==================== address_range_sequencer
**address_range_sequencer: the metal 2 layer**

(6 px per um) Cells faint in the background.
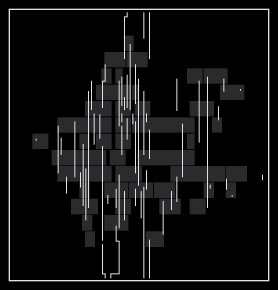

### config.mk
export PLATFORM = sky130hd
export DESIGN_NAME = address_range_sequencer
export DESIGN_NICKNAME = d
export VERILOG_FILES = /design/src/rtl/address_range_sequencer.sv
export SDC_FILE = /design/constraint.sdc
export NUM_CORES = 1
export LEC_CHECK = 0
export CAP_MARGIN = 20
export CORE_AREA = 3 3 40 42
export DETAILED_ROUTE_END_ITERATION = 12
export DIE_AREA = 0 0 43 45
export GPL_TIMING_DRIVEN = 0
export PLACE_DENSITY_LB_ADDON = 0.08
export SYNTH_ARGS = -nofsm -noshare
export SYNTH_HDL_FRONTEND = slang
export SYNTH_SLANG_ARGS = --single-unit
### constraint.sdc
create_clock -name clock -period 1 [get_ports clock]
set_input_delay 0.2 -clock clock [delete_from_list [all_inputs] [get_ports clock]]
set_output_delay 0.2 -clock clock [all_outputs]
set_load 0.01 [all_outputs]
### src/rtl/address_range_sequencer.sv
// Address range sequencer: walks indices start_index..ADDR_COUNT-1 and emits the
// matching raw address (ADDR_BASE + index) mod 2**ADDR_WIDTH over a valid/ready port.
//
// state | meaning
// ------+-----------------------------------------------------------
// IDLE  | no walk; waiting for start (bad start_index pulses error)
// RUN   | beat presented on out_valid; advances on each transfer
module address_range_sequencer #(
  parameter int unsigned ADDR_COUNT = 1,
  parameter int unsigned ADDR_BASE  = 0,
  parameter int unsigned ADDR_WIDTH = 1
) (
  input  logic                  clock,
  input  logic                  reset_n,
  input  logic                  start,
  input  logic [ADDR_WIDTH-1:0] start_index,
  input  logic                  abort,
  input  logic                  out_ready,
  output logic                  out_valid,
  output logic [ADDR_WIDTH-1:0] raw_address,
  output logic [ADDR_WIDTH-1:0] index,
  output logic                  last,
  output logic                  busy,
  output logic                  done,
  output logic                  error
);

  // One extra bit so a full-range ADDR_COUNT (2**ADDR_WIDTH) is representable.
  localparam logic [ADDR_WIDTH:0]   COUNT_EXT = (ADDR_WIDTH+1)'(ADDR_COUNT);
  localparam logic [ADDR_WIDTH-1:0] BASE_W    = ADDR_WIDTH'(ADDR_BASE);
  localparam logic [ADDR_WIDTH-1:0] LAST_IDX  = ADDR_WIDTH'(ADDR_COUNT - 1);

  typedef enum logic {
    ST_IDLE = 1'b0,
    ST_RUN  = 1'b1
  } state_t;

  state_t                state_q, state_d;
  logic [ADDR_WIDTH-1:0] index_q, index_d;
  logic [ADDR_WIDTH-1:0] raw_q, raw_d;
  logic                  last_q, last_d;
  logic                  done_q, done_d;
  logic                  error_q, error_d;
  logic [ADDR_WIDTH-1:0] index_inc;

  assign index_inc = index_q + 1'b1;

  // Next-state and next-output computation for the walk.
  always_comb begin
    state_d = state_q;
    index_d = index_q;
    raw_d   = raw_q;
    last_d  = last_q;
    done_d  = 1'b0;
    error_d = 1'b0;
    case (state_q)
      ST_IDLE: begin
        if (start) begin
          if ({1'b0, start_index} < COUNT_EXT) begin
            state_d = ST_RUN;
            index_d = start_index;
            raw_d   = BASE_W + start_index;
            last_d  = (start_index == LAST_IDX);
          end else begin
            error_d = 1'b1;
          end
        end
      end
      ST_RUN: begin
        // A transfer coinciding with abort still counts; done only if it was the last beat.
        if (out_ready && last_q) begin
          state_d = ST_IDLE;
          last_d  = 1'b0;
          done_d  = 1'b1;
        end else if (abort) begin
          state_d = ST_IDLE;
          last_d  = 1'b0;
        end else if (out_ready) begin
          index_d = index_inc;
          raw_d   = raw_q + 1'b1;
          last_d  = (index_inc == LAST_IDX);
        end
      end
      default: state_d = ST_IDLE;
    endcase
  end

  // State and output registers; reset abandons any walk without a done pulse.
  always_ff @(posedge clock or negedge reset_n) begin
    if (!reset_n) begin
      state_q <= ST_IDLE;
      index_q <= '0;
      raw_q   <= BASE_W;
      last_q  <= 1'b0;
      done_q  <= 1'b0;
      error_q <= 1'b0;
    end else begin
      state_q <= state_d;
      index_q <= index_d;
      raw_q   <= raw_d;
      last_q  <= last_d;
      done_q  <= done_d;
      error_q <= error_d;
    end
  end

  assign out_valid   = (state_q == ST_RUN);
  assign busy        = (state_q == ST_RUN);
  assign raw_address = raw_q;
  assign index       = index_q;
  assign last        = last_q;
  assign done        = done_q;
  assign error       = error_q;

endmodule
==================== cdm16_alu
==> config.mk <==
export PLATFORM = sky130hd
export DESIGN_NAME = cdm16_alu
export DESIGN_NICKNAME = d
export VERILOG_FILES = /design/src/rtl/cdm16_alu_pkg.sv /design/src/rtl/cdm16_alu_shifter.sv /design/src/rtl/cdm16_alu.sv
export SDC_FILE = /design/constraint.sdc
export NUM_CORES = 1
export LEC_CHECK = 0
export CORE_ASPECT_RATIO = 0.9
export CORE_MARGIN = 8
export CORE_UTILIZATION = 35
export DETAILED_ROUTE_END_ITERATION = 8
export HOLD_SLACK_MARGIN = 0.12
export PLACE_DENSITY_LB_ADDON = 0.1
export SKIP_LAST_GASP = 1
export SYNTH_ARGS = -nofsm -noshare
export SYNTH_HDL_FRONTEND = slang
export SYNTH_HIERARCHICAL = 1
export SYNTH_SLANG_ARGS = --single-unit
export TNS_END_PERCENT = 20
==> constraint.sdc <==
create_clock -name clk -period 7.1 [get_ports clk]
set_input_delay 1.42 -clock clk [delete_from_list [all_inputs] [get_ports clk]]
set_output_delay 1.42 -clock clk [all_outputs]
set_load 0.01 [all_outputs]
==> src/rtl/cdm16_alu_pkg.sv <==
// Shared encodings for the CdM-16 ALU: operation classes, function codes and PS flag bit positions.
package cdm16_alu_pkg;

   localparam logic [2:0] ALU_ARITH = 3'd0;
   localparam logic [2:0] ALU_SHIFT = 3'd1;
   localparam logic [2:0] ALU_UNARY = 3'd2;

   localparam logic [2:0] F_ADD   = 3'd0;
   localparam logic [2:0] F_SUB   = 3'd1;
   localparam logic [2:0] F_AND   = 3'd2;
   localparam logic [2:0] F_OR    = 3'd3;
   localparam logic [2:0] F_XOR   = 3'd4;
   localparam logic [2:0] F_BIC   = 3'd5;
   localparam logic [2:0] F_PASSA = 3'd6;
   localparam logic [2:0] F_PASSB = 3'd7;

   localparam logic [2:0] F_SHL  = 3'd0;
   localparam logic [2:0] F_SHR  = 3'd1;
   localparam logic [2:0] F_SHRA = 3'd2;
   localparam logic [2:0] F_ROL  = 3'd3;
   localparam logic [2:0] F_ROR  = 3'd4;
   localparam logic [2:0] F_RCL  = 3'd5;
   localparam logic [2:0] F_RCR  = 3'd6;

   localparam logic [2:0] F_NEG  = 3'd0;
   localparam logic [2:0] F_NOT  = 3'd1;
   localparam logic [2:0] F_SXT  = 3'd2;
   localparam logic [2:0] F_SWAB = 3'd3;

   localparam int FLAG_C = 3;
   localparam int FLAG_V = 2;
   localparam int FLAG_Z = 1;
   localparam int FLAG_N = 0;

   // Z and N always derive from the result; only C and V depend on the operation.
   function automatic logic [3:0] pack_flags(input logic c, input logic v, input logic [15:0] s);
      logic [3:0] f;
      f         = 4'b0000;
      f[FLAG_C] = c;
      f[FLAG_V] = v;
      f[FLAG_Z] = (s == 16'h0000);
      f[FLAG_N] = s[15];
      return f;
   endfunction

endpackage

==> src/rtl/cdm16_alu_shifter.sv <==
// Combinational shift/rotate unit of the CdM-16 ALU (amount 1..8).
// CDM16_ALU_ROTATE_CARRY_EN enables the 17-bit rotate-through-carry ops RCL/RCR.
module cdm16_alu_shifter
   import cdm16_alu_pkg::*;
(
   input  logic [15:0] a,
   input  logic        cin,
   input  logic [2:0]  func,
   input  logic [3:0]  amount,
   output logic [15:0] result,
   output logic        carry
);

   logic [16:0] shl_w;
   logic [16:0] shr_w;
   logic [16:0] sra_w;
   logic [15:0] rol_r;
   logic [15:0] ror_r;

   // Shifting a guard bit alongside the operand leaves the last bit shifted out in that guard.
   assign shl_w = {1'b0, a} << amount;
   assign shr_w = {a, 1'b0} >> amount;
   assign sra_w = $signed({a, 1'b0}) >>> amount;
   assign rol_r = 16'(({a, a} << amount) >> 16);
   assign ror_r = 16'({a, a} >> amount);

`ifdef CDM16_ALU_ROTATE_CARRY_EN
   logic [16:0] rc_w;
   logic [16:0] rcl_r;
   logic [16:0] rcr_r;

   // Carry sits above bit 15 so the 17-bit rotates are a doubled-vector shift.
   assign rc_w  = {cin, a};
   assign rcl_r = 17'(({rc_w, rc_w} << amount) >> 17);
   assign rcr_r = 17'({rc_w, rc_w} >> amount);
`else
   logic unused_cin;
   assign unused_cin = cin;
`endif

   always_comb begin
      result = a;
      carry  = 1'b0;
      case (func)
         F_SHL: begin
            result = shl_w[15:0];
            carry  = shl_w[16];
         end
         F_SHR: begin
            result = shr_w[16:1];
            carry  = shr_w[0];
         end
         F_SHRA: begin
            result = sra_w[16:1];
            carry  = sra_w[0];
         end
         F_ROL: begin
            result = rol_r;
            carry  = rol_r[0];
         end
         F_ROR: begin
            result = ror_r;
            carry  = ror_r[15];
         end
`ifdef CDM16_ALU_ROTATE_CARRY_EN
         F_RCL: begin
            result = rcl_r[15:0];
            carry  = rcl_r[16];
         end
         F_RCR: begin
            result = rcr_r[15:0];
            carry  = rcr_r[16];
         end
`endif
         default: begin
            result = a;
            carry  = 1'b0;
         end
      endcase
   end

endmodule

==> src/rtl/cdm16_alu.sv <==
// CdM-16 datapath ALU: combinational result S and flags CVZN, plus a clocked PS flag mirror flags_q.
// Optional macro CDM16_ALU_ROTATE_CARRY_EN enables RCL/RCR in the shifter.
module cdm16_alu
   import cdm16_alu_pkg::*;
#(
   parameter int WIDTH = 16
)
(
   input  logic             clk,
   input  logic             rst_n,
   input  logic [WIDTH-1:0] A,
   input  logic [WIDTH-1:0] B,
   input  logic             Cin,
   input  logic [2:0]       op_type,
   input  logic [2:0]       func,
   input  logic [2:0]       shif_count_ni,
   output logic [WIDTH-1:0] S,
   output logic [3:0]       CVZN,
   input  logic             flags_we,
   output logic [3:0]       flags_q
);

   logic [16:0] sum_add;
   logic [16:0] sum_sub;
   logic [3:0]  amount;
   logic [15:0] sh_result;
   logic        sh_carry;
   logic        c_flag;
   logic        v_flag;

   assign sum_add = {1'b0, A} + {1'b0, B} + {16'h0000, Cin};
   assign sum_sub = {1'b0, A} + {1'b0, ~B} + {16'h0000, ~Cin};
   assign amount  = {1'b0, shif_count_ni} + 4'd1;

   cdm16_alu_shifter u_shifter (
      .a      (A),
      .cin    (Cin),
      .func   (func),
      .amount (amount),
      .result (sh_result),
      .carry  (sh_carry)
   );

   always_comb begin
      S      = A;
      c_flag = 1'b0;
      v_flag = 1'b0;
      case (op_type)
         ALU_ARITH: begin
            case (func)
               F_ADD: begin
                  S      = sum_add[15:0];
                  c_flag = sum_add[16];
                  v_flag = (A[15] == B[15]) && (sum_add[15] != A[15]);
               end
               F_SUB: begin
                  S      = sum_sub[15:0];
                  c_flag = sum_sub[16];
                  v_flag = (A[15] != B[15]) && (sum_sub[15] != A[15]);
               end
               F_AND:   S = A & B;
               F_OR:    S = A | B;
               F_XOR:   S = A ^ B;
               F_BIC:   S = A & ~B;
               F_PASSA: S = A;
               default: S = B;
            endcase
         end
         ALU_SHIFT: begin
            S      = sh_result;
            c_flag = sh_carry;
            v_flag = (func == F_SHL) ? (sh_result[15] ^ sh_carry) : 1'b0;
         end
         ALU_UNARY: begin
            case (func)
               F_NEG: begin
                  S      = ~A + 16'h0001;
                  c_flag = (A != 16'h0000);
                  v_flag = (A == 16'h8000);
               end
               F_NOT:   S = ~A;
               F_SXT:   S = {{8{A[7]}}, A[7:0]};
               F_SWAB:  S = {A[7:0], A[15:8]};
               default: S = A;
            endcase
         end
         default: S = A;
      endcase
   end

   assign CVZN = pack_flags(c_flag, v_flag, S);

   // Reset takes priority over a simultaneous flag write.
   always_ff @(posedge clk) begin
      if (!rst_n) begin
         flags_q <= 4'b0000;
      end else if (flags_we) begin
         flags_q <= CVZN;
      end
   end

endmodule

**address_range_sequencer: gate-type map**

(12 px per um)
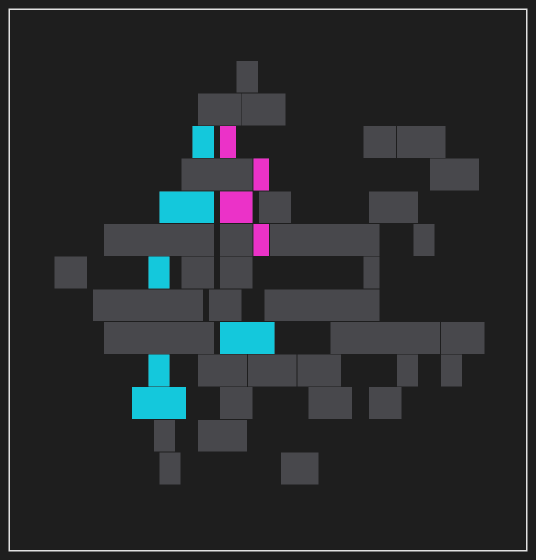
family	color	cells
nand cells	magenta	4
aoi and oai cells	cyan	6
logic share of the area: 0.286
commonest non-fill, non-tap cell in the layout: sky130_fd_sc_hd__buf_2
tally of non-filler cells in the final layout: 60

Notes on 'the metal 2 layer' of address_range_sequencer above:
longest straight run	21.8 um
wire length on this layer	344 um
total via count after detailed routing: 263
final routed wirelength across all metal layers: 708 um
met2 Use GR: 0.126

==> Changelog: implementation, address_range_sequencer <==
### Changed

- Count of state elements after synthesis: 6
- Worst Setup Path Type: flop to flop
- Max-cap violations: 0
- Sequential portion of the cell area: 0.312
- Fillcell total: 133
- Violations in the final reports: setup timing
- Simple-Gate Area Share: 0.222
- Part of the total power dissipated in combinational logic: 0.283
- Internal: 546 uW
- Post-cts repair resize count: 34
- F_max: 0.879 GHz
- Worst reg-to-reg setup slack: -0.14 ns
- Setup violations, final: 7
- Most frequent cell after synthesis: sky130_fd_sc_hd__dfrtp_1
- Area of the core: 0.00128 mm2
- Met1 global-route usage: 0.0811
- Status: finished with violations
- Post-synthesis average cell area: 12.0 um2
- Fraction of final layout cells with drive strength greater than 1: 0.600
- Critical path launch point type: flop
- Share of the clock period used by the worst path: 1.14
- Number of synthesis warnings: 0
- Relative area change from synthesis to final layout: 75.6%
- Logic depth of the worst register-to-register path: 4
- Fraction of the mapped netlist area in compound gates: 0.127
- Least setup slack across all paths after layout: -0.137 ns
- Weighted congestion at the end of routability-driven global placement: 0.715
## address_range_sequencer: worst max-delay path: stages, from the launching register on
cell,delay [ns]
sky130_fd_sc_hd__dfrtp_2,0.43
sky130_fd_sc_hd__buf_6,0.13
sky130_fd_sc_hd__and4bb_4,0.21
sky130_fd_sc_hd__a22oi_2,0.16
sky130_fd_sc_hd__nand2_1,0.08
## address_range_sequencer: metrics by stage
| stage | TNS, ns | setup slack [ns] | instance area (um2) |
|---|---|---|---|
| 2_1_floorplan | -0.0183 | -0.0183 | 280 |
| 3_3_place_gp | -2.18 | -0.370 | 419 |
| 3_5_place_dp | -2.30 | -0.410 | 419 |
| 4_1_cts | -0.573 | -0.117 | 464 |
| 5_1_grt | -0.819 | -0.155 | 485 |
| 6_report | -0.565 | -0.137 | 485 |
## address_range_sequencer: worst max-delay path by stage
stage          slack [ns]  start     to
2_1_floorplan       -0.02   busy   last
3_3_place_gp        -0.37  start  index
3_5_place_dp        -0.41  start  index
4_1_cts             -0.12   busy   last
5_1_grt             -0.16   busy   last
6_report            -0.14   busy   last
## address_range_sequencer: flip-flops by register name, indices dropped and copies added, names as in the netlist
register	flops
raw_address	1
done	1
busy	1
index	1
last	1
error	1
**cdm16_alu: the metal 2 layer**

(1.5 px per um) Cells faint in the background.
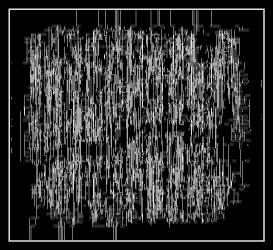
share of all routed wire	40%
wire length on this layer	15600 um
longest straight run	50.7 um
total via count after detailed routing: 9882
met2 Use GR: 0.403
final routed wirelength across all metal layers: 39.3 mm

==> Changelog: implementation, cdm16_alu <==
### Changed

- Die outline height: 154 um
- Post-cts repair resize count: 3
- Top-area cell share: 0.0867
- Fraction of the yosys area taken by sequential cells: 0.0109
- Number of cells produced by synthesis: 1085
- Count of state elements after synthesis: 4
- Slowest Stage Delay on Critical Path: 0.69 ns
- Number of DRC markers after the initial detailed-route iteration: 1252
- Tool warnings: 60
- Worst Min Path Start: flags_q[2]
- Status: complete, no violations
- Largest registers in the final layout: flags_q (4)
- Number of standard cells reported by yosys: 1085
- Biggest fanout along the worst timing path: 7
- Yosys xor share: 0.0214
- Cell kind with the greatest summed area: logic gates
- Per-cell routed wire length: 25.1 um
- Part of the total power dissipated in combinational logic: 0.888
-- cdm16_alu: worst max-delay path, delay by kind of cell --
kind / cells / cell delay (ns)
compound gates: 4 / 1.24
buf+inv: 3 / 1.13
simple gates: 4 / 0.99
mux: 3 / 0.62
-- cdm16_alu: through the flow --
| stage | utilization | setup WS (ns) | area [um2] | power [uW] |
|---|---|---|---|---|
| 3_5_place_dp | 0.468 | -0.400 | 9680 | 850 |
| 5_1_grt | 0.483 | 0.138 | 10000 | 1050 |
| 6_report | 0.483 | 0.277 | 10000 | 996 |
| 2_1_floorplan | - | 0.926 | 7360 | 465 |
| 3_3_place_gp | 0.468 | -0.404 | 9680 | 858 |
| 4_1_cts | 0.471 | -0.0846 | 9760 | 942 |
-- cdm16_alu: how the worst max path moves through the flow --
| stage | start | to | slack, ns |
|---|---|---|---|
| after floorplan | shif_count_ni[0] | CVZN[1] | 0.93 |
| after global placement | shif_count_ni[0] | CVZN[1] | -0.40 |
| after detailed placement | shif_count_ni[0] | CVZN[1] | -0.40 |
| after CTS | shif_count_ni[0] | S[13] | -0.08 |
| after global routing | A[8] | CVZN[3] | 0.14 |
| final | A[8] | CVZN[1] | 0.28 |

==> screenshots <==
Routing congestion map.
(a)
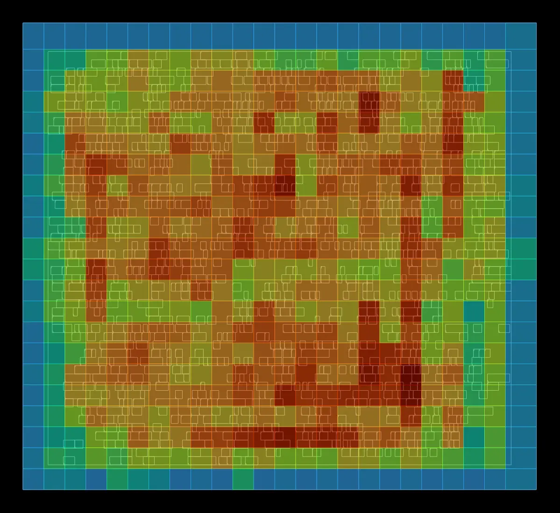
(b)
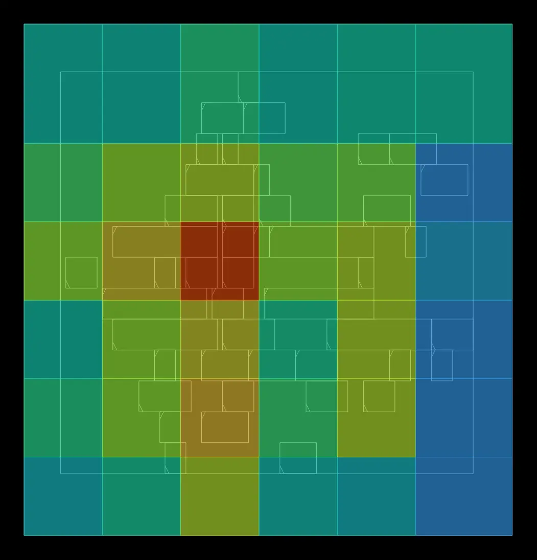
(a) -> cdm16_alu
(b) -> address_range_sequencer



==> gallery <==
The metal 3 layer.
image #1
(6 px per um)
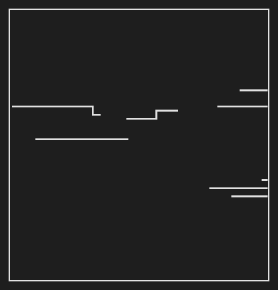
image #2
(1.5 px per um)
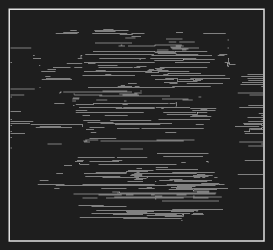
The one with the largest die is image #2.
| picture | from |
|---|---|
| image #1 | address_range_sequencer |
| image #2 | cdm16_alu |

Power is estimated from default activity; no workload was simulated.
